######## conv_mac_engine ########
conv_mac_engine, congestion heat map:
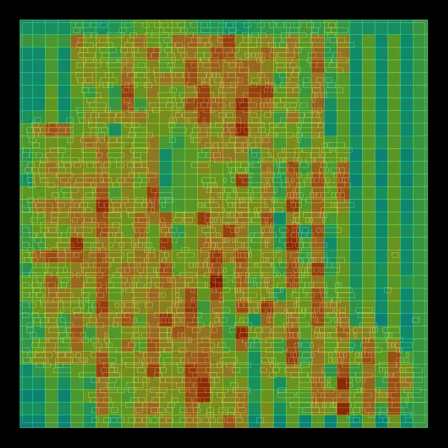

### config.mk
export PLATFORM = sky130hd
export DESIGN_NAME = conv_mac_engine
export DESIGN_NICKNAME = d
export VERILOG_FILES = /design/src/rtl/conv_mac_engine_pkg.sv /design/src/rtl/conv_mac_unit.sv /design/src/rtl/conv_mac_engine.sv
export SDC_FILE = /design/constraint.sdc
export NUM_CORES = 1
export LEC_CHECK = 0
export ABC_CLOCK_PERIOD_IN_PS = 12210
export CAP_MARGIN = 20
export CORE_UTILIZATION = 30
export DETAILED_ROUTE_END_ITERATION = 8
export PLACE_DENSITY = 0.48
export SLEW_MARGIN = 40
export SYNTH_ARGS = -nofsm -noshare
export SYNTH_HDL_FRONTEND = slang
export SYNTH_SLANG_ARGS = --single-unit
### constraint.sdc
create_clock -name clk -period 12.21 [get_ports clk]
set_clock_uncertainty 0.15 [all_clocks]
set_input_delay 3.663 -clock clk [delete_from_list [all_inputs] [get_ports clk]]
set_output_delay 3.663 -clock clk [all_outputs]
set_load 0.01 [all_outputs]
### src/rtl/conv_mac_engine_pkg.sv
`default_nettype none
// ============================================================================
// Module      : conv_mac_engine_pkg
// Description : Shared state encodings and constant helper functions for the
//               sequenced convolution engine.
// Revision    : 1.0 - initial release
// ============================================================================
package conv_mac_engine_pkg;

  // FSM state encodings, kept as plain constants for legacy tool flows
  localparam logic [2:0] ST_IDLE  = 3'd0;
  localparam logic [2:0] ST_LOAD  = 3'd1;
  localparam logic [2:0] ST_MAC   = 3'd2;
  localparam logic [2:0] ST_STORE = 3'd3;
  localparam logic [2:0] ST_DONE  = 3'd4;

  // Ceiling log2; clog2(1) = 0
  function automatic int clog2(input int value);
    int r;
    r = 0;
    for (int i = 0; i < 32; i++) begin
      if ((64'd1 << r) < 64'(value)) r = r + 1;
    end
    return r;
  endfunction

  function automatic int max_int(input int a, input int b);
    return (a > b) ? a : b;
  endfunction

endpackage
`default_nettype wire

### src/rtl/conv_mac_unit.sv
`default_nettype none
// ============================================================================
// Module      : conv_mac_unit
// Description : Registered unsigned multiply-accumulate with synchronous
//               clear (priority over enable) and asynchronous reset.
// Revision    : 1.0 - initial release
// ============================================================================
module conv_mac_unit #(
  parameter int DATA_W = 8,
  parameter int ACC_W  = 20
) (
  input  logic              clk,
  input  logic              rst,
  input  logic              clr,
  input  logic              en,
  input  logic [DATA_W-1:0] a,
  input  logic [DATA_W-1:0] b,
  output logic [ACC_W-1:0]  acc
);

  logic [2*DATA_W-1:0] prod;
  logic [ACC_W-1:0]    acc_d;
  logic [ACC_W-1:0]    acc_q;

  // Next accumulator value: clear wins, otherwise add the zero-extended product
  always_comb begin
    prod  = (2*DATA_W)'(a) * (2*DATA_W)'(b);
    acc_d = acc_q;
    if (clr) begin
      acc_d = '0;
    end else if (en) begin
      acc_d = acc_q + ACC_W'(prod);
    end
  end

  // Accumulator register
  always_ff @(posedge clk or posedge rst) begin
    if (rst) acc_q <= '0;
    else     acc_q <= acc_d;
  end

  assign acc = acc_q;

endmodule
`default_nettype wire

### src/rtl/conv_mac_engine.sv
`default_nettype none
// ============================================================================
// Module      : conv_mac_engine
// Description : Sequenced convolution engine. One MAC per cycle over each
//               filter window, results written to an addressable buffer,
//               with start/busy/done handshake, saturation and sticky ovf.
// Revision    : 1.0 - initial release
// ============================================================================
module conv_mac_engine
  import conv_mac_engine_pkg::*;
#(
  parameter  int IN_DIM  = 4,
  parameter  int K_DIM   = 3,
  parameter  int DATA_W  = 8,
  parameter  int OUT_W   = 8,
  parameter  int ACC_W   = 20,
  localparam int OUT_DIM = IN_DIM - K_DIM + 1,
  localparam int N_OUT   = OUT_DIM * OUT_DIM,
  localparam int AW      = max_int(1, clog2(N_OUT))
) (
  input  logic                             clk,
  input  logic                             rst,
  input  logic                             start,
  input  logic                             sat_en,
  input  logic [IN_DIM*IN_DIM*DATA_W-1:0]  in_flat,
  input  logic [K_DIM*K_DIM*DATA_W-1:0]    filt_flat,
  input  logic [AW-1:0]                    rd_addr,
  output logic [OUT_W-1:0]                 rd_data,
  output logic                             busy,
  output logic                             done,
  output logic                             ovf
);

  localparam int KW = max_int(1, clog2(K_DIM));
  localparam int OW = max_int(1, clog2(OUT_DIM));
  localparam logic [KW-1:0]    K_LAST   = KW'(K_DIM - 1);
  localparam logic [OW-1:0]    O_LAST   = OW'(OUT_DIM - 1);
  localparam logic [AW-1:0]    IDX_LAST = AW'(N_OUT - 1);
  localparam logic [ACC_W-1:0] OUT_MAX  = ACC_W'((64'd1 << OUT_W) - 64'd1);

  logic [2:0]                        state_q, state_d;
  logic [IN_DIM*IN_DIM*DATA_W-1:0]   in_q, in_d;
  logic [K_DIM*K_DIM*DATA_W-1:0]     filt_q, filt_d;
  logic                              sat_q, sat_d;
  logic                              ovf_q, ovf_d;
  logic [KW-1:0]                     kr_q, kr_d, kc_q, kc_d;
  logic [OW-1:0]                     orow_q, orow_d, ocol_q, ocol_d;
  logic [AW-1:0]                     idx_q, idx_d;
  logic [OUT_W-1:0]                  buf_q [N_OUT];
  logic [OUT_W-1:0]                  buf_d [N_OUT];

  logic                              mac_clr, mac_en;
  logic [DATA_W-1:0]                 in_sel, filt_sel;
  logic [ACC_W-1:0]                  acc;
  logic                              acc_big;
  logic [OUT_W-1:0]                  store_val;

  // Select the current input/filter taps from the snapshot registers
  always_comb begin
    in_sel   = '0;
    filt_sel = '0;
    for (int r = 0; r < IN_DIM; r++) begin
      for (int c = 0; c < IN_DIM; c++) begin
        if ((r == int'(orow_q) + int'(kr_q)) && (c == int'(ocol_q) + int'(kc_q)))
          in_sel = in_q[(r*IN_DIM+c)*DATA_W +: DATA_W];
      end
    end
    for (int r = 0; r < K_DIM; r++) begin
      for (int c = 0; c < K_DIM; c++) begin
        if ((r == int'(kr_q)) && (c == int'(kc_q)))
          filt_sel = filt_q[(r*K_DIM+c)*DATA_W +: DATA_W];
      end
    end
  end

  conv_mac_unit #(
    .DATA_W (DATA_W),
    .ACC_W  (ACC_W)
  ) u_mac (
    .clk (clk),
    .rst (rst),
    .clr (mac_clr),
    .en  (mac_en),
    .a   (in_sel),
    .b   (filt_sel),
    .acc (acc)
  );

  // Saturate or truncate the finished accumulation
  always_comb begin
    acc_big   = (acc > OUT_MAX);
    store_val = (sat_q && acc_big) ? '1 : acc[OUT_W-1:0];
  end

  // Sequencer: next-state, counters, snapshot and buffer write
  always_comb begin
    state_d = state_q;
    in_d    = in_q;
    filt_d  = filt_q;
    sat_d   = sat_q;
    ovf_d   = ovf_q;
    kr_d    = kr_q;
    kc_d    = kc_q;
    orow_d  = orow_q;
    ocol_d  = ocol_q;
    idx_d   = idx_q;
    buf_d   = buf_q;
    mac_clr = 1'b0;
    mac_en  = 1'b0;
    case (state_q)
      ST_IDLE: begin
        if (start) state_d = ST_LOAD;
      end
      ST_LOAD: begin
        in_d    = in_flat;
        filt_d  = filt_flat;
        sat_d   = sat_en;
        ovf_d   = 1'b0;
        idx_d   = '0;
        orow_d  = '0;
        ocol_d  = '0;
        kr_d    = '0;
        kc_d    = '0;
        mac_clr = 1'b1;
        state_d = ST_MAC;
      end
      ST_MAC: begin
        mac_en = 1'b1;
        if (kc_q == K_LAST) begin
          kc_d = '0;
          if (kr_q == K_LAST) begin
            kr_d    = '0;
            state_d = ST_STORE;
          end else begin
            kr_d = kr_q + KW'(1);
          end
        end else begin
          kc_d = kc_q + KW'(1);
        end
      end
      ST_STORE: begin
        mac_clr = 1'b1;
        if (acc_big) ovf_d = 1'b1;
        for (int i = 0; i < N_OUT; i++) begin
          if (int'(idx_q) == i) buf_d[i] = store_val;
        end
        if (idx_q == IDX_LAST) begin
          state_d = ST_DONE;
        end else begin
          idx_d   = idx_q + AW'(1);
          state_d = ST_MAC;
          if (ocol_q == O_LAST) begin
            ocol_d = '0;
            orow_d = orow_q + OW'(1);
          end else begin
            ocol_d = ocol_q + OW'(1);
          end
        end
      end
      ST_DONE: begin
        state_d = ST_IDLE;
      end
      default: begin
        state_d = ST_IDLE;
      end
    endcase
  end

  // State, snapshot and result registers with asynchronous reset
  always_ff @(posedge clk or posedge rst) begin
    if (rst) begin
      state_q <= ST_IDLE;
      in_q    <= '0;
      filt_q  <= '0;
      sat_q   <= 1'b0;
      ovf_q   <= 1'b0;
      kr_q    <= '0;
      kc_q    <= '0;
      orow_q  <= '0;
      ocol_q  <= '0;
      idx_q   <= '0;
      for (int i = 0; i < N_OUT; i++) buf_q[i] <= '0;
    end else begin
      state_q <= state_d;
      in_q    <= in_d;
      filt_q  <= filt_d;
      sat_q   <= sat_d;
      ovf_q   <= ovf_d;
      kr_q    <= kr_d;
      kc_q    <= kc_d;
      orow_q  <= orow_d;
      ocol_q  <= ocol_d;
      idx_q   <= idx_d;
      buf_q   <= buf_d;
    end
  end

  // Combinational buffer read; out-of-range addresses return zero
  always_comb begin
    rd_data = '0;
    for (int i = 0; i < N_OUT; i++) begin
      if (int'(rd_addr) == i) rd_data = buf_q[i];
    end
  end

  assign busy = (state_q != ST_IDLE);
  assign done = (state_q == ST_DONE);
  assign ovf  = ovf_q;

endmodule
`default_nettype wire

######## tt_um_serial_accumulator ########
## config.mk

```make
export PLATFORM = sky130hd
export DESIGN_NAME = tt_um_serial_accumulator
export DESIGN_NICKNAME = d
export VERILOG_FILES = /design/src/rtl/tt_um_serial_accumulator.sv
export SDC_FILE = /design/constraint.sdc
export NUM_CORES = 1
export LEC_CHECK = 0
export CAP_MARGIN = 25
export CORE_MARGIN = 2
export CORE_UTILIZATION = 30
export CTS_CLUSTER_DIAMETER = 30
export DETAILED_ROUTE_END_ITERATION = 16
export GPL_TIMING_DRIVEN = 0
export PLACE_DENSITY = 0.6
export SLEW_MARGIN = 0
export SYNTH_ARGS = -nofsm -noshare
export SYNTH_HDL_FRONTEND = slang
export SYNTH_SLANG_ARGS = --single-unit
```

## constraint.sdc

```tcl
create_clock -name clk -period 2.4 [get_ports clk]
set_input_delay 0.24 -clock clk [delete_from_list [all_inputs] [get_ports clk]]
set_output_delay 0.24 -clock clk [all_outputs]
set_load 0.005 [all_outputs]
```

## src/rtl/tt_um_serial_accumulator.sv

```systemverilog
// Bit-serial 8-bit accumulator: acc <= acc + A, one bit per cycle, LSB first.
// Result and overflow are published only when the eighth bit completes.
module tt_um_serial_accumulator (
  input  logic [7:0] ui_in,
  output logic [7:0] uo_out,
  input  logic [7:0] uio_in,
  output logic [7:0] uio_out,
  output logic [7:0] uio_oe,
  input  logic       ena,
  input  logic       clk,
  input  logic       rst_n
);

  typedef enum logic [1:0] {
    S_IDLE = 2'd0,
    S_ADD  = 2'd1,
    S_DONE = 2'd2
  } state_e;

  state_e      state_q, state_d;
  logic [2:0]  cnt_q, cnt_d;
  logic [7:0]  op_q, op_d;
  logic [7:0]  acc_q, acc_d;
  logic        carry_q, carry_d;
  logic [7:0]  res_q, res_d;
  logic        ovf_q, ovf_d;

  logic        start;
  logic        clear;
  logic        busy;
  logic        done;
  logic        unused_ok;

  assign start     = uio_in[0];
  assign clear     = uio_in[1];
  assign unused_ok = &{1'b0, ena, uio_in[7:2]};

  // Full adder as two half-adder stages.
  logic h1_s, h1_c, h2_c;
  logic sum_b, cout_b;

  assign h1_s   = op_q[0] ^ acc_q[0];
  assign h1_c   = op_q[0] & acc_q[0];
  assign sum_b  = h1_s ^ carry_q;
  assign h2_c   = h1_s & carry_q;
  assign cout_b = h1_c | h2_c;

  always_ff @(posedge clk or negedge rst_n) begin
    if (!rst_n) begin
      state_q <= S_IDLE;
    end else begin
      state_q <= state_d;
    end
  end

  always_comb begin
    state_d = state_q;
    unique case (state_q)
      S_IDLE: begin
        if (!clear && start) begin
          state_d = S_ADD;
        end
      end
      S_ADD: begin
        if (cnt_q == 3'd7) begin
          state_d = S_DONE;
        end
      end
      S_DONE:  state_d = S_IDLE;
      default: state_d = S_IDLE;
    endcase
  end

  always_comb begin
    busy = (state_q == S_ADD);
    done = (state_q == S_DONE);
  end

  logic idle_clr;
  logic idle_go;

  assign idle_clr = (state_q == S_IDLE) && clear;
  assign idle_go  = (state_q == S_IDLE) && !clear && start;

  always_comb begin
    cnt_d   = cnt_q;
    op_d    = op_q;
    acc_d   = acc_q;
    carry_d = carry_q;
    res_d   = res_q;
    ovf_d   = ovf_q;
    unique case (1'b1)
      idle_clr: begin
        acc_d = 8'h00;
        res_d = 8'h00;
        ovf_d = 1'b0;
      end
      idle_go: begin
        op_d    = ui_in;
        cnt_d   = 3'd0;
        carry_d = 1'b0;
      end
      busy: begin
        acc_d   = {sum_b, acc_q[7:1]};
        op_d    = {1'b0, op_q[7:1]};
        carry_d = cout_b;
        cnt_d   = cnt_q + 3'd1;
        if (cnt_q == 3'd7) begin
          res_d = {sum_b, acc_q[7:1]};
          ovf_d = cout_b;
        end
      end
      default: ;
    endcase
  end

  always_ff @(posedge clk or negedge rst_n) begin
    if (!rst_n) begin
      cnt_q   <= 3'd0;
      op_q    <= 8'h00;
      acc_q   <= 8'h00;
      carry_q <= 1'b0;
      res_q   <= 8'h00;
      ovf_q   <= 1'b0;
    end else begin
      cnt_q   <= cnt_d;
      op_q    <= op_d;
      acc_q   <= acc_d;
      carry_q <= carry_d;
      res_q   <= res_d;
      ovf_q   <= ovf_d;
    end
  end

  assign uo_out  = res_q;
  assign uio_out = {1'b0, ovf_q, done, busy, 4'b0000};
  assign uio_oe  = 8'hF0;

endmodule

```

######## imem_loader ########
### src/rtl/mips16_pkg.sv
// mips16_pkg: definitions shared by the 16-bit core's support blocks.
//   - imem_ld_state_t : loader FSM state encoding
//   - WORD_W / BYTE_W : instruction word and pin byte widths
//   - OP_*            : 3-bit major opcodes, used when building program images
package mips16_pkg;

    localparam int WORD_W = 16;
    localparam int BYTE_W = 8;

    typedef enum logic [2:0] {
        ST_IDLE = 3'd0,
        ST_HI   = 3'd1,
        ST_LO   = 3'd2,
        ST_CHK  = 3'd3,
        ST_DONE = 3'd4,
        ST_ERR  = 3'd5
    } imem_ld_state_t;

    // Major opcodes live in instruction bits [15:13].
    localparam logic [2:0] OP_ADD  = 3'd0;
    localparam logic [2:0] OP_SUB  = 3'd1;
    localparam logic [2:0] OP_ADDI = 3'd2;
    localparam logic [2:0] OP_LW   = 3'd3;
    localparam logic [2:0] OP_SW   = 3'd4;
    localparam logic [2:0] OP_BEQ  = 3'd5;
    localparam logic [2:0] OP_AND  = 3'd6;
    localparam logic [2:0] OP_OR   = 3'd7;

    // Place an opcode and a 13-bit operand field into one instruction word.
    function automatic logic [WORD_W-1:0] make_insn(input logic [2:0] op,
                                                    input logic [12:0] fields);
        return {op, fields};
    endfunction

endpackage

### src/rtl/pin_sync.sv
// pin_sync: brings an asynchronous pin level into the clk domain and turns
// each rising edge into a one-cycle pulse.
//   clk    in  clock
//   rst_n  in  asynchronous active-low reset
//   pin    in  raw pin level
//   pulse  out one-cycle pulse, high STAGES cycles after the pin rises;
//              the consumer captures on the following clock edge
module pin_sync #(
    parameter int STAGES = 2
) (
    input  logic clk,
    input  logic rst_n,
    input  logic pin,
    output logic pulse
);

    logic [STAGES-1:0] sync_q;
    logic              prev_q;

    always_ff @(posedge clk or negedge rst_n) begin
        if (!rst_n) begin
            sync_q <= '0;
            prev_q <= 1'b0;
        end else begin
            sync_q <= {sync_q[STAGES-2:0], pin};
            prev_q <= sync_q[STAGES-1];
        end
    end

    // Edge detect on the synchronized level; prev_q is the extra flop that
    // makes the pulse last exactly one cycle.
    assign pulse = sync_q[STAGES-1] & ~prev_q;

endmodule

### src/rtl/imem_loader.sv
// imem_loader: byte-serial program loader and instruction RAM for the
// 16-bit core. Pin bytes (high byte first, word 0 first) are packed into
// 16-bit words and written into a NUM_WORDS-deep flop RAM. The core fetches
// combinationally through rd_addr/rd_data and is held in reset until a full
// image has been loaded (cpu_run).
//
// Compile-time option: IMEM_LOADER_CHECKSUM_EN -- adds a trailing checksum
// byte (XOR of all image bytes); a mismatch parks the FSM in ERR.
//
// Ports:
//   clk        in   clock
//   rst_n      in   asynchronous active-low reset
//   load_start in   pin level, rising edge starts/restarts a load
//   byte_stb   in   pin level, rising edge marks byte_data valid
//   byte_data  in   [7:0] pin byte
//   rd_addr    in   [15:0] fetch byte address (PC); bit 0 ignored
//   rd_data    out  [15:0] instruction at rd_addr, 0 when out of range
//   cpu_run    out  core released from reset (image complete)
//   busy       out  load in progress
//   err        out  last load failed its checksum (0 without checksum)
//   word_cnt   out  [3:0] next word index to be written
//
// Byte transfer protocol: there is no ready; a byte is offered by a rising
// edge on byte_stb and accepted unconditionally in HI/LO/CHK, ignored in all
// other states. byte_data must be held across the synchronizer latency.
module imem_loader
    import mips16_pkg::*;
#(
    parameter int NUM_WORDS   = 16,
    parameter int SYNC_STAGES = 2
) (
    input  logic        clk,
    input  logic        rst_n,
    input  logic        load_start,
    input  logic        byte_stb,
    input  logic [7:0]  byte_data,
    input  logic [15:0] rd_addr,
    output logic [15:0] rd_data,
    output logic        cpu_run,
    output logic        busy,
    output logic        err,
    output logic [3:0]  word_cnt
);

    localparam int IDX_W = $clog2(NUM_WORDS);

    localparam logic [2:0] S_IDLE = ST_IDLE;
    localparam logic [2:0] S_HI   = ST_HI;
    localparam logic [2:0] S_LO   = ST_LO;
    localparam logic [2:0] S_DONE = ST_DONE;
`ifdef IMEM_LOADER_CHECKSUM_EN
    localparam logic [2:0] S_CHK  = ST_CHK;
    localparam logic [2:0] S_ERR  = ST_ERR;
`endif

    localparam logic [3:0]  LAST_WORD = 4'(NUM_WORDS - 1);
    localparam logic [15:0] ADDR_LIM  = 16'(2 * NUM_WORDS);

    // FSM state; kept as a plain named signal so checkers can bind to it.
    logic [2:0]        state;
    logic [BYTE_W-1:0] hi_reg;
    logic [WORD_W-1:0] mem [NUM_WORDS];
`ifdef IMEM_LOADER_CHECKSUM_EN
    logic [BYTE_W-1:0] chk;
`endif

    logic start_p;
    logic stb_p;

    pin_sync #(.STAGES(SYNC_STAGES)) u_sync_start (
        .clk   (clk),
        .rst_n (rst_n),
        .pin   (load_start),
        .pulse (start_p)
    );

    pin_sync #(.STAGES(SYNC_STAGES)) u_sync_stb (
        .clk   (clk),
        .rst_n (rst_n),
        .pin   (byte_stb),
        .pulse (stb_p)
    );

    // Only the low-byte capture writes the RAM, so no half word is ever stored.
    logic               wr_en;
    logic [IDX_W-1:0]   wr_idx;
    assign wr_en  = stb_p && !start_p && (state == S_LO);
    assign wr_idx = word_cnt[IDX_W-1:0];

    // Control FSM. start_p has priority over everything, including a byte
    // arriving in the same cycle.
    always_ff @(posedge clk or negedge rst_n) begin
        if (!rst_n) begin
            state    <= S_IDLE;
            word_cnt <= 4'd0;
            hi_reg   <= '0;
`ifdef IMEM_LOADER_CHECKSUM_EN
            chk      <= '0;
`endif
        end else if (start_p) begin
            state    <= S_HI;
            word_cnt <= 4'd0;
`ifdef IMEM_LOADER_CHECKSUM_EN
            chk      <= '0;
`endif
        end else if (stb_p) begin
            case (state)
                S_HI: begin
                    hi_reg <= byte_data;
`ifdef IMEM_LOADER_CHECKSUM_EN
                    chk    <= chk ^ byte_data;
`endif
                    state  <= S_LO;
                end
                S_LO: begin
`ifdef IMEM_LOADER_CHECKSUM_EN
                    chk <= chk ^ byte_data;
`endif
                    if (word_cnt == LAST_WORD) begin
                        word_cnt <= 4'd0;
`ifdef IMEM_LOADER_CHECKSUM_EN
                        state    <= S_CHK;
`else
                        state    <= S_DONE;
`endif
                    end else begin
                        word_cnt <= word_cnt + 4'd1;
                        state    <= S_HI;
                    end
                end
`ifdef IMEM_LOADER_CHECKSUM_EN
                S_CHK: begin
                    state <= (byte_data == chk) ? S_DONE : S_ERR;
                end
`endif
                default: begin
                    // IDLE, DONE, ERR: strobes are ignored.
                    state <= state;
                end
            endcase
        end
    end

    // Instruction RAM. Contents survive a restart; only reset clears them.
    always_ff @(posedge clk or negedge rst_n) begin
        if (!rst_n) begin
            for (int i = 0; i < NUM_WORDS; i++) begin
                mem[i] <= '0;
            end
        end else if (wr_en) begin
            mem[wr_idx] <= {hi_reg, byte_data};
        end
    end

    // Fetch port: PC is a byte address, word index drops bit 0. Anything at or
    // beyond the image size reads as zero rather than aliasing.
    logic [IDX_W-1:0] rd_idx;
    logic             rd_in_range;
    assign rd_idx      = rd_addr[IDX_W:1];
    assign rd_in_range = (rd_addr < ADDR_LIM);
    assign rd_data     = rd_in_range ? mem[rd_idx] : '0;

    assign cpu_run = (state == S_DONE);

`ifdef IMEM_LOADER_CHECKSUM_EN
    assign busy = (state == S_HI) || (state == S_LO) || (state == S_CHK);
    assign err  = (state == S_ERR);
`else
    assign busy = (state == S_HI) || (state == S_LO);
    assign err  = 1'b0;
`endif

endmodule

### config.mk
export PLATFORM = sky130hd
export DESIGN_NAME = imem_loader
export DESIGN_NICKNAME = d
export VERILOG_FILES = /design/src/rtl/mips16_pkg.sv /design/src/rtl/pin_sync.sv /design/src/rtl/imem_loader.sv
export SDC_FILE = /design/constraint.sdc
export NUM_CORES = 1
export LEC_CHECK = 0
export CORE_ASPECT_RATIO = 0.8
export CORE_UTILIZATION = 45
export DETAILED_ROUTE_END_ITERATION = 10
export DONT_BUFFER_PORTS = 1
export SLEW_MARGIN = 10
export SYNTH_ARGS = -nofsm -noshare
export SYNTH_HDL_FRONTEND = slang
export SYNTH_SLANG_ARGS = --single-unit
### constraint.sdc
create_clock -name clk -period 5.25 [get_ports clk]
set_input_delay 1.05 -clock clk [delete_from_list [all_inputs] [get_ports clk]]
set_output_delay 1.05 -clock clk [all_outputs]
set_load 0.05 [all_outputs]
######## ex_mem_stage ########
===== src/rtl/ex_mem_pkg.sv =====
// Shared types for the EX/MEM pipeline register: occupancy states,
// default widths and the control bundle that travels with each entry.
package ex_mem_pkg;

    localparam int DATA_W_DEF = 32;
    localparam int REG_W_DEF  = 5;

    typedef enum logic [1:0] {
        EMPTY = 2'd0,
        ONE   = 2'd1,
        TWO   = 2'd2
    } state_e;

    typedef struct packed {
        logic reg_write;
        logic mem_read;
        logic mem_write;
        logic mem_to_reg;
        logic pc_src;
    } ctrl_t;

    localparam int CTRL_W = $bits(ctrl_t);

endpackage


===== src/rtl/ex_mem_entry.sv =====
// One load-enabled EX/MEM entry register, cleared to zero by the
// asynchronous active-low reset.
module ex_mem_entry #(
    parameter int W = 8
) (
    input  logic         clk,
    input  logic         rst_n,
    input  logic         load,
    input  logic [W-1:0] d,
    output logic [W-1:0] q
);

    logic [W-1:0] data_d;
    logic [W-1:0] data_q;

    always_comb begin
        data_d = data_q;
        if (load) begin
            data_d = d;
        end
    end

    always_ff @(posedge clk or negedge rst_n) begin
        if (!rst_n) begin
            data_q <= '0;
        end else begin
            data_q <= data_d;
        end
    end

    assign q = data_q;

endmodule


===== src/rtl/ex_mem_stage.sv =====
// EX/MEM pipeline stage built as a 2-entry skid buffer: the head entry drives
// the outputs and the skid entry absorbs one extra entry when MEM stalls.
module ex_mem_stage
    import ex_mem_pkg::*;
#(
    parameter int DATA_W = DATA_W_DEF,
    parameter int REG_W  = REG_W_DEF
) (
    input  logic              Clk,
    input  logic              Reset,
    input  logic              In_Valid,
    output logic              In_Ready,
    input  logic [DATA_W-1:0] ALUResult,
    input  logic              Zero,
    input  logic [DATA_W-1:0] WriteData,
    input  logic [REG_W-1:0]  WriteReg,
    input  logic              RegWrite,
    input  logic              MemRead,
    input  logic              MemWrite,
    input  logic              MemToReg,
    input  logic              Branch,
    input  logic [DATA_W-1:0] BranchTarget,
    input  logic              Flush,
    input  logic              Out_Ready,
    output logic              Out_Valid,
    output logic [DATA_W-1:0] Out_ALUResult,
    output logic [DATA_W-1:0] Out_WriteData,
    output logic [DATA_W-1:0] Out_BranchTarget,
    output logic [REG_W-1:0]  Out_WriteReg,
    output logic              Out_RegWrite,
    output logic              Out_MemRead,
    output logic              Out_MemWrite,
    output logic              Out_MemToReg,
    output logic              Out_PCSrc,
    output logic [1:0]        Count
);

    localparam int ENTRY_W = 3 * DATA_W + REG_W + CTRL_W;

    state_e state_d;
    state_e state_q;

    logic               accept;
    logic               pop;
    logic               head_load;
    logic               skid_load;
    logic               head_from_skid;
    ctrl_t              in_ctrl;
    ctrl_t              head_ctrl;
    logic [ENTRY_W-1:0] in_entry;
    logic [ENTRY_W-1:0] head_d;
    logic [ENTRY_W-1:0] head_q;
    logic [ENTRY_W-1:0] skid_q;

    assign In_Ready  = (state_q != TWO);
    assign Out_Valid = (state_q != EMPTY);
    assign Count     = state_q;
    assign accept    = In_Valid & In_Ready;
    assign pop       = Out_Valid & Out_Ready;

    // The branch decision is resolved here so MEM only sees the final PCSrc.
    assign in_ctrl.reg_write  = RegWrite;
    assign in_ctrl.mem_read   = MemRead;
    assign in_ctrl.mem_write  = MemWrite;
    assign in_ctrl.mem_to_reg = MemToReg;
    assign in_ctrl.pc_src     = Branch & Zero;

    assign in_entry = {ALUResult, WriteData, BranchTarget, WriteReg, in_ctrl};
    assign head_d   = head_from_skid ? skid_q : in_entry;

    always_comb begin
        state_d        = state_q;
        head_load      = 1'b0;
        skid_load      = 1'b0;
        head_from_skid = 1'b0;
        case (state_q)
            EMPTY: begin
                if (accept) begin
                    head_load = 1'b1;
                    state_d   = ONE;
                end
            end
            ONE: begin
                if (accept && pop) begin
                    head_load = 1'b1;
                end else if (accept) begin
                    skid_load = 1'b1;
                    state_d   = TWO;
                end else if (pop) begin
                    state_d   = EMPTY;
                end
            end
            TWO: begin
                if (pop) begin
                    head_load      = 1'b1;
                    head_from_skid = 1'b1;
                    state_d        = ONE;
                end
            end
            default: state_d = EMPTY;
        endcase
        // Flush suppresses loads too, so data outputs keep their last value.
        if (Flush) begin
            state_d   = EMPTY;
            head_load = 1'b0;
            skid_load = 1'b0;
        end
    end

    always_ff @(posedge Clk or negedge Reset) begin
        if (!Reset) begin
            state_q <= EMPTY;
        end else begin
            state_q <= state_d;
        end
    end

    ex_mem_entry #(.W(ENTRY_W)) u_head (
        .clk   (Clk),
        .rst_n (Reset),
        .load  (head_load),
        .d     (head_d),
        .q     (head_q)
    );

    ex_mem_entry #(.W(ENTRY_W)) u_skid (
        .clk   (Clk),
        .rst_n (Reset),
        .load  (skid_load),
        .d     (in_entry),
        .q     (skid_q)
    );

    assign {Out_ALUResult, Out_WriteData, Out_BranchTarget, Out_WriteReg, head_ctrl} = head_q;

    assign Out_RegWrite = Out_Valid & head_ctrl.reg_write;
    assign Out_MemRead  = Out_Valid & head_ctrl.mem_read;
    assign Out_MemWrite = Out_Valid & head_ctrl.mem_write;
    assign Out_MemToReg = Out_Valid & head_ctrl.mem_to_reg;
    assign Out_PCSrc    = Out_Valid & head_ctrl.pc_src;

endmodule

===== config.mk =====
export PLATFORM = sky130hd
export DESIGN_NAME = ex_mem_stage
export DESIGN_NICKNAME = d
export VERILOG_FILES = /design/src/rtl/ex_mem_pkg.sv /design/src/rtl/ex_mem_entry.sv /design/src/rtl/ex_mem_stage.sv
export SDC_FILE = /design/constraint.sdc
export NUM_CORES = 1
export LEC_CHECK = 0
export CAP_MARGIN = 25
export CORE_ASPECT_RATIO = 0.75
export CORE_MARGIN = 8
export CORE_UTILIZATION = 55
export DETAILED_ROUTE_END_ITERATION = 16
export PLACE_DENSITY_LB_ADDON = 0.12
export SKIP_CTS_REPAIR_TIMING = 1
export SLEW_MARGIN = 30
export SYNTH_ARGS = -nofsm -noshare
export SYNTH_HDL_FRONTEND = slang
export SYNTH_SLANG_ARGS = --single-unit

===== constraint.sdc =====
create_clock -name Clk -period 2.8 [get_ports Clk]
set_input_delay 0.56 -clock Clk [delete_from_list [all_inputs] [get_ports Clk]]
set_output_delay 0.56 -clock Clk [all_outputs]
set_load 0.02 [all_outputs]

conv_mac_engine, signal wires on met1:
Scale bar: 50 um.
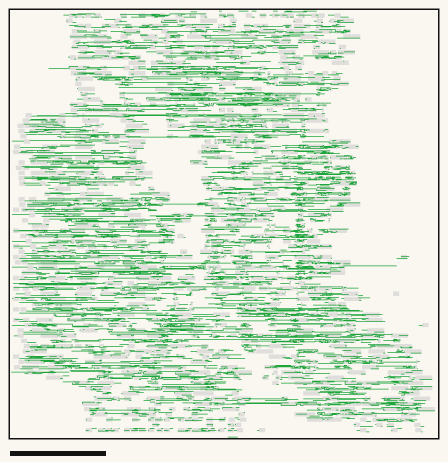
- share of all routed wire: 45%
- nets with wire on the layer: 1608

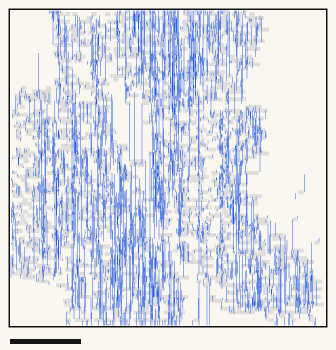
conv_mac_engine: the metal 2 layer
Scale bar: 50 um.
- share of all routed wire: 48%
- nets with wire on the layer: 1504
- longest straight run: 78.9 um
- main direction: vertical
- wire length on this layer: 19500 um

Notes on 'congestion heat map' of conv_mac_engine above:
final core utilization: 0.387
M3 GR Usage: 0.0404
routed len/inst: 19.3 um

==> reports/metrics.csv, conv_mac_engine <==
stage;metric;value;unit
sta;fin crit period;9340;ps
layout;number of clock buffers in the layout;43;
logic_synthesis;sequential-to-total area share from yosys stat;0.458;
logic_synthesis;AND/OR/NAND/NOR Cells, Area Fraction;0.0996;
logic_synthesis;YS warnings;0;
worst_setup_path;Worst Setup SP;rd_addr[0];
sta;Total Neg Setup Slack;0;ps
layout;layout cells sized above 1;0.199;
logic_synthesis;Main logic family;multiplexers;
status;status;finished, final reports clean;
layout;flop count;265;
cts;TritonCTS clock tree;done;
layout;# diodes;2;
logic_synthesis;AO/OA Area Share;0.101;
sta;achievable frequency;0.107;GHz
layout;Flop area;0.00663;mm^2
layout;fillers;4718;
## conv_mac_engine: worst max-delay path: stages
cell	delay, ps
clkdlybuf4s50_1	780
mux4_2	590
clkdlybuf4s50_1	490
## conv_mac_engine: metrics by stage
step | worst slack [ps]
floorplan | 1100
global placement | 2840
detailed placement | 2820
CTS | 2820
global route | 2770
finish | 2870
## conv_mac_engine: per-layer routing
metal / up-vias / track usage / part of all wire / routed length [um]
li1: 4848 / - / - / -
met1: 5085 / 0.221 / 0.45 / 18300
met2: 179 / 0.279 / 0.48 / 19500
met3: 56 / 0.0404 / 0.054 / 2190
met4: 14 / 0.0298 / 0.015 / 617
met5: - / 0 / 0.0022 / 89
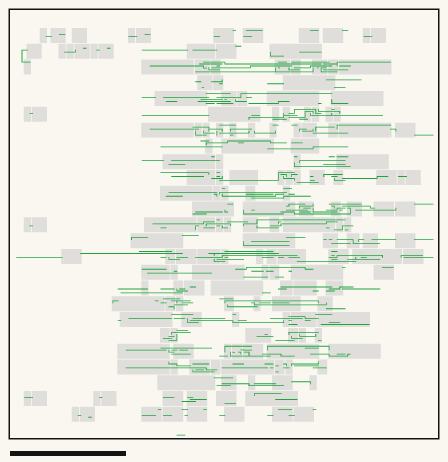
tt_um_serial_accumulator: signal wires on met1
Scale bar: 20 um.
- main direction: horizontal
- wire length on this layer: 1280 um
- share of all routed wire: 48%
- nets with wire on the layer: 175

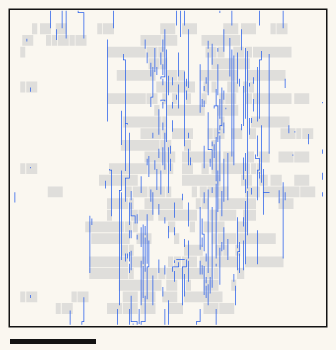
tt_um_serial_accumulator: the metal 2 layer
Scale bar: 20 um.
- longest straight run: 32.0 um
- share of all routed wire: 47%

==> reports/metrics.csv, tt_um_serial_accumulator <==
stage;metric;value;unit
cts;CTS Sinks;31;
placed_design;DP HPWL;1990;um
status;status;finished, final reports clean;
floorplanning;die x size;73.7;um
grt;M3 GR Usage;0.0329;
worst_setup_path;CP Capture Type;primary output;
grt;first-pass GRT wire length;4710;um
logic_synthesis;#FFs+latches synth;31;
routing;Post-DRT Antenna Nets;0;
grt;largest net degree at the start of global routing;17;
placed_design;number of port buffers;22;
logic_synthesis;share of the synthesized area in the top cell type;0.532;
worst_setup_path;slowest CP cell;clkdlybuf4s50_1;
sta;Total Neg Setup Slack;0;ps
routing;vias per cell;4.39;
floorplanning;Die Height;73.7;um
logic_synthesis;post-synth top area cell;dfrtp_1;
sta;Worst-Margin Slew;786;ps
routing;DRT iter0 DRCs;63;
worst_setup_path;worst reg2reg setup slack;440;ps
grt;initial antenna violation count;0;
cts;TritonCTS clock tree;done;
logic_synthesis;Yosys Instances;143;
layout;Non-Filler Instances;239;
floorplanning;core area;0.00469;mm^2
job;number of OpenROAD warnings;33;
layout;final instance area;0.00192;mm^2
sta;Worst Hold Margin;425;ps
logic_synthesis;top cells, area;dfrtp_1 53%, nand2_1 9.8%, buf_4 8.2%;
grt;met2 GRT Util;0.169;
grt;GRT Max-Usage Layer;met2;
cts;Post CTS Setup Buffer Count;0;
## tt_um_serial_accumulator: critical path: cells and delay by family (launching register included)
kind	cells	cell delay, ps
buf+inv	4	930
flops	1	420
simple gates	1	240
## tt_um_serial_accumulator: worst max path at each step
stage,startpoint,end,slack [ps],cells after the start
after floorplan,cnt_q[0]$_DFFE_PN0P_,uo_out[7]$_DFFE_PN0P_,840,6
after global placement,cnt_q[0]$_DFFE_PN0P_,uo_out[7]$_DFFE_PN0P_,440,6
after detailed placement,cnt_q[0]$_DFFE_PN0P_,uo_out[7]$_DFFE_PN0P_,430,6
after CTS,state_q[1]$_DFFE_PN0P_,uio_out[4],280,5
after global routing,state_q[1]$_DFFE_PN0P_,uio_out[5],180,4
final,state_q[1]$_DFFE_PN0P_,uio_out[4],300,5
## tt_um_serial_accumulator: area by class of cell
cell class,count,area (um^2)
buffer,23,158
multi-input combinational,99,563
clock buffer,8,100
inverter,1,3.75
tap,54,67.6
timing repair buffer,23,248
sequential,31,776
fill,465,2780
## tt_um_serial_accumulator: state kept, by name, summed over array words and instances (netlist names)
signal	cells
uo_out	8
carry_q	1
state_q	2
ovf_q	1
acc_q	8
op_q	8
cnt_q	3
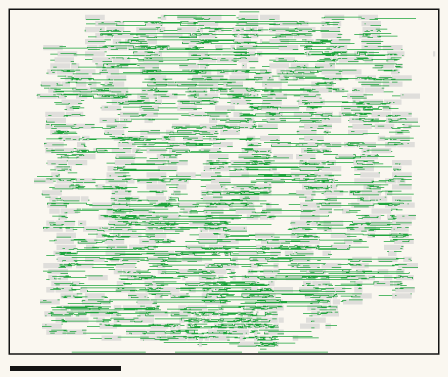
imem_loader: signal wires on met1
Scale bar: 50 um.
- main direction: horizontal
- wire length on this layer: 13200 um
- nets with wire on the layer: 793
- longest straight run: 47.8 um
- share of all routed wire: 43%

==> reports/metrics.csv, imem_loader <==
stage;metric;value;unit
worst_setup_path;worst flop-to-flop path startpoint;state[0]$_DFFE_PN0P_;
worst_setup_path;CP Max Fanout;15;
logic_synthesis;post-synth top area cell;dfrtp_1;
grt;GRT met1 Usage;0.295;
routing;vias per cell;5.90;
placed_design;dpl ws;1660;ps
layout;Non-Filler Instances;1182;
logic_synthesis;share of the synthesized area in the top cell type;0.531;
sta;final period utilization;0.727;
worst_setup_path;Critical Path RT;4200;ps
routing;Top Metal Used;met4;
cts;PostCTS Resize Cnt;0;
sta;final setup fails;0;
floorplanning;die x size;192;um
layout;final instance area;0.0143;mm^2
floorplanning;Die Height;154;um
cts;TritonCTS buffer count;29;
sta;fin crit period;3810;ps
cts;Clock transition at path regs;60;ps
worst_setup_path;worst reg2reg setup slack;2170;ps
routing;Residual DRC;0;
logic_synthesis;top cells, area;dfrtp_1 53%, mux2_2 18%, mux4_2 11%;
grt;GRT Total Usage;0.217;
worst_setup_path;WS Path Type;reg -> out;
sta;Total Neg Setup Slack;0;ps
sta;setup ws final;1440;ps
routing;routed len/inst;25.9;um
sta;Clock Skew;15.6;ps
placed_design;Placed Area;0.0134;mm^2
sta;achievable frequency;0.262;GHz
logic_synthesis;yosys stat chip area;0.0131;mm^2
grt;met2 GRT Util;0.367;
layout;Commonest Layout Cell;dfrtp_1;
logic_synthesis;#FFs+latches synth;277;
sta;Worst Hold Margin;208;ps
sta;RSZ-0062 raised after global routing;no;
routing;DRT iter0 DRCs;500;
status;status;finished, final reports clean;
## imem_loader: area by class of cell
cell class              instances  area [um^2]
fillers                      2307        14100
clock buffers                  44          862
flip-flops and latches        277         6930
multi-input cells             449         5740
clock inverters                 4         51.3
repair buffers                 35          263
inverters                       3         11.3
well taps                     370          463
## imem_loader: cell families after synthesis
| kind of cell | after synthesis | share of synthesized area |
|---|---|---|
| flops | 277 | 0.531 |
| buf+inv | 66 | 0.0300 |
| mux | 360 | 0.377 |
| other cells | 1 | 0.000287 |
| compound gates | 30 | 0.0138 |
| simple gates | 54 | 0.0438 |
| fa+ha+maj | 4 | 0.00383 |
## imem_loader: critical path, cell delays in order, from the launching register on
cell and delay, ps:
dfrtp_1 450, nand2b_1 690, a21oi_1 1060
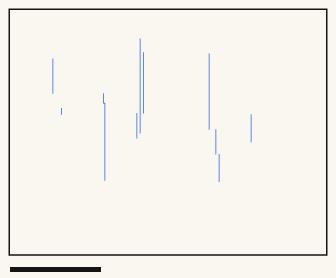
ex_mem_stage: signal wires on met4
Scale bar: 50 um.
- longest straight run: 51.7 um
- share of all routed wire: 1.2%
- main direction: vertical
- nets with wire on the layer: 4
- wire length on this layer: 255 um

==> reports/metrics.csv, ex_mem_stage <==
stage;metric;value;unit
status;status;finished, final reports clean;
worst_setup_path;worst reg2reg setup slack;770;ps
layout;Flop area;0.00536;mm^2
layout;Non-Filler Instances;1080;
worst_setup_path;Reg2Reg Depth;5;
logic_synthesis;Commonest flop;dfrtp_1;
grt;number of global-route vias before repair;6382;
worst_setup_path;CP Max Fanout;7;
min_path;Hold Path Class;in -> async;
routing;met1 WL;9220;um
routing;vias per cell;5.16;
routing;met2 routed WL;10300;um
sta;fin crit period;2440;ps
placed_design;Placed Instances;1040;
floorplanning;die x size;173;um
sta;Clock Skew;11.1;ps
logic_synthesis;adder share;0;
layout;number of non-clock buffers in the layout;237;
sta;relative slew slack;0.569;
logic_synthesis;xor/xnor share;0;
layout;fraction of area in registers;0.421;
logic_synthesis;top cells, area;dfrtp_1 53%, mux2_2 27%, buf_4 7.5%;
logic_synthesis;count of library flops with an enable pin;0;
logic_synthesis;share of the synthesized area in the top cell type;0.527;
ex_mem_stage: flip-flops by register name, indices dropped and copies added, names as in the netlist:
signal	flops
u_skid.q	106
Count	2
u_head.q	106
ex_mem_stage: worst min path at each step:
stage	start	endpoint	slack, ps	cells after the start
after floorplan	Reset	Count[0]$_DFFE_PN0P_	260	0
after detailed placement	u_skid.q[0]$_DFFE_PN0P_	u_skid.q[0]$_DFFE_PN0P_	470	2
after global placement	u_skid.q[0]$_DFFE_PN0P_	u_skid.q[0]$_DFFE_PN0P_	470	2
final	Reset	u_skid.q[104]$_DFFE_PN0P_	80	1
after CTS	Reset	Count[0]$_DFFE_PN0P_	110	1
after global routing	Reset	Count[0]$_DFFE_PN0P_	130	1
ex_mem_stage: worst max-delay path: stages (launching register included):
cell,delay [ps]
dfrtp_1,520
nor2_2,130
nor2b_1,120
clkdlybuf4s50_1,620

==> gallery <==
Metal 3.
panel A
Scale bar: 50 um.
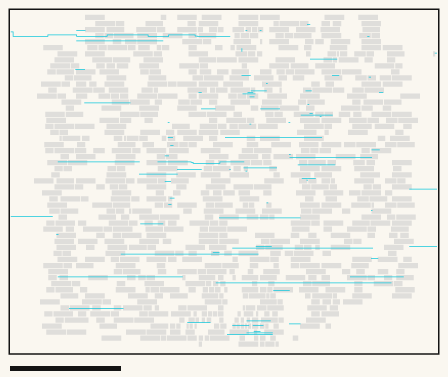
panel B
Scale bar: 50 um.
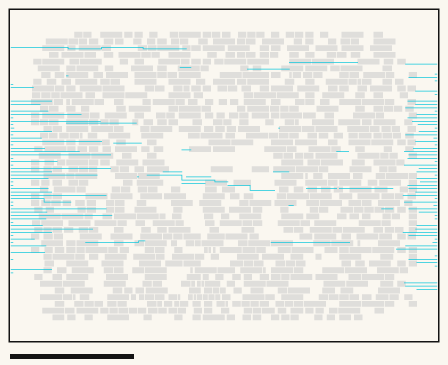
panel C
Scale bar: 20 um.
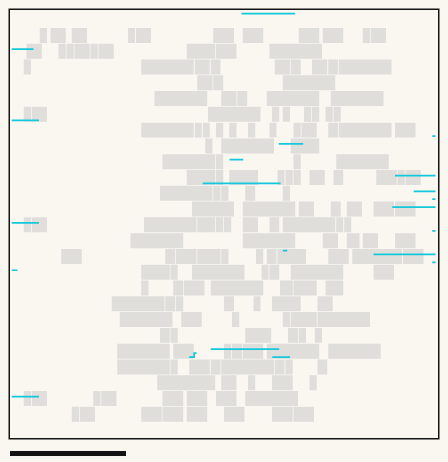
panel D
Scale bar: 50 um.
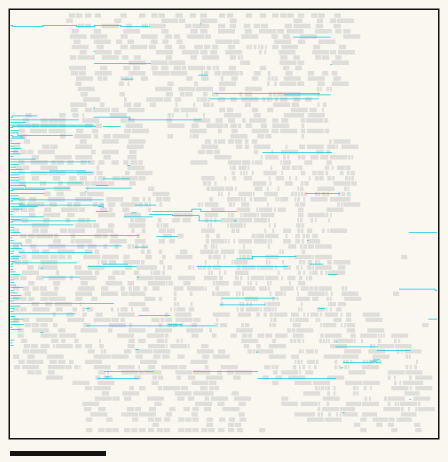
Of these, smallest die: panel C
Panel B comes from ex_mem_stage.
Panel C comes from tt_um_serial_accumulator.
Panel D comes from conv_mac_engine.
Panel A comes from imem_loader.



## Gallery

Congestion heat map.
image #1
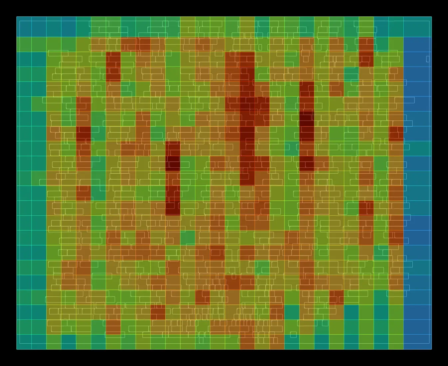
image #2
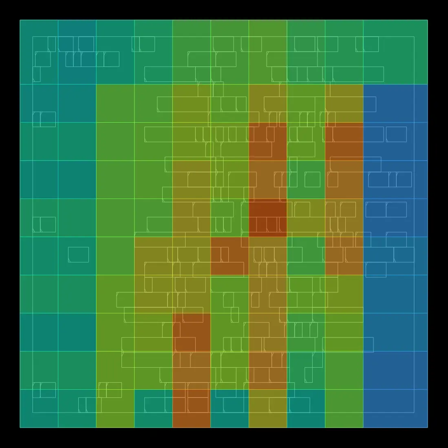
image #3
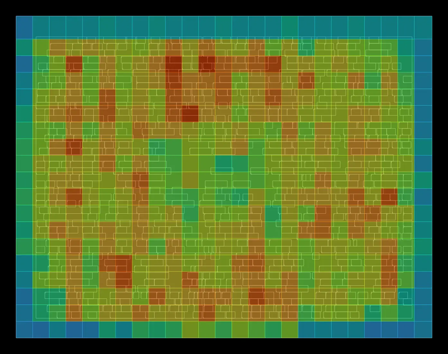
- tt_um_serial_accumulator = image #2
- ex_mem_stage = image #3
- imem_loader = image #1
- lowest utilization: image #2
- lowest track usage: image #2

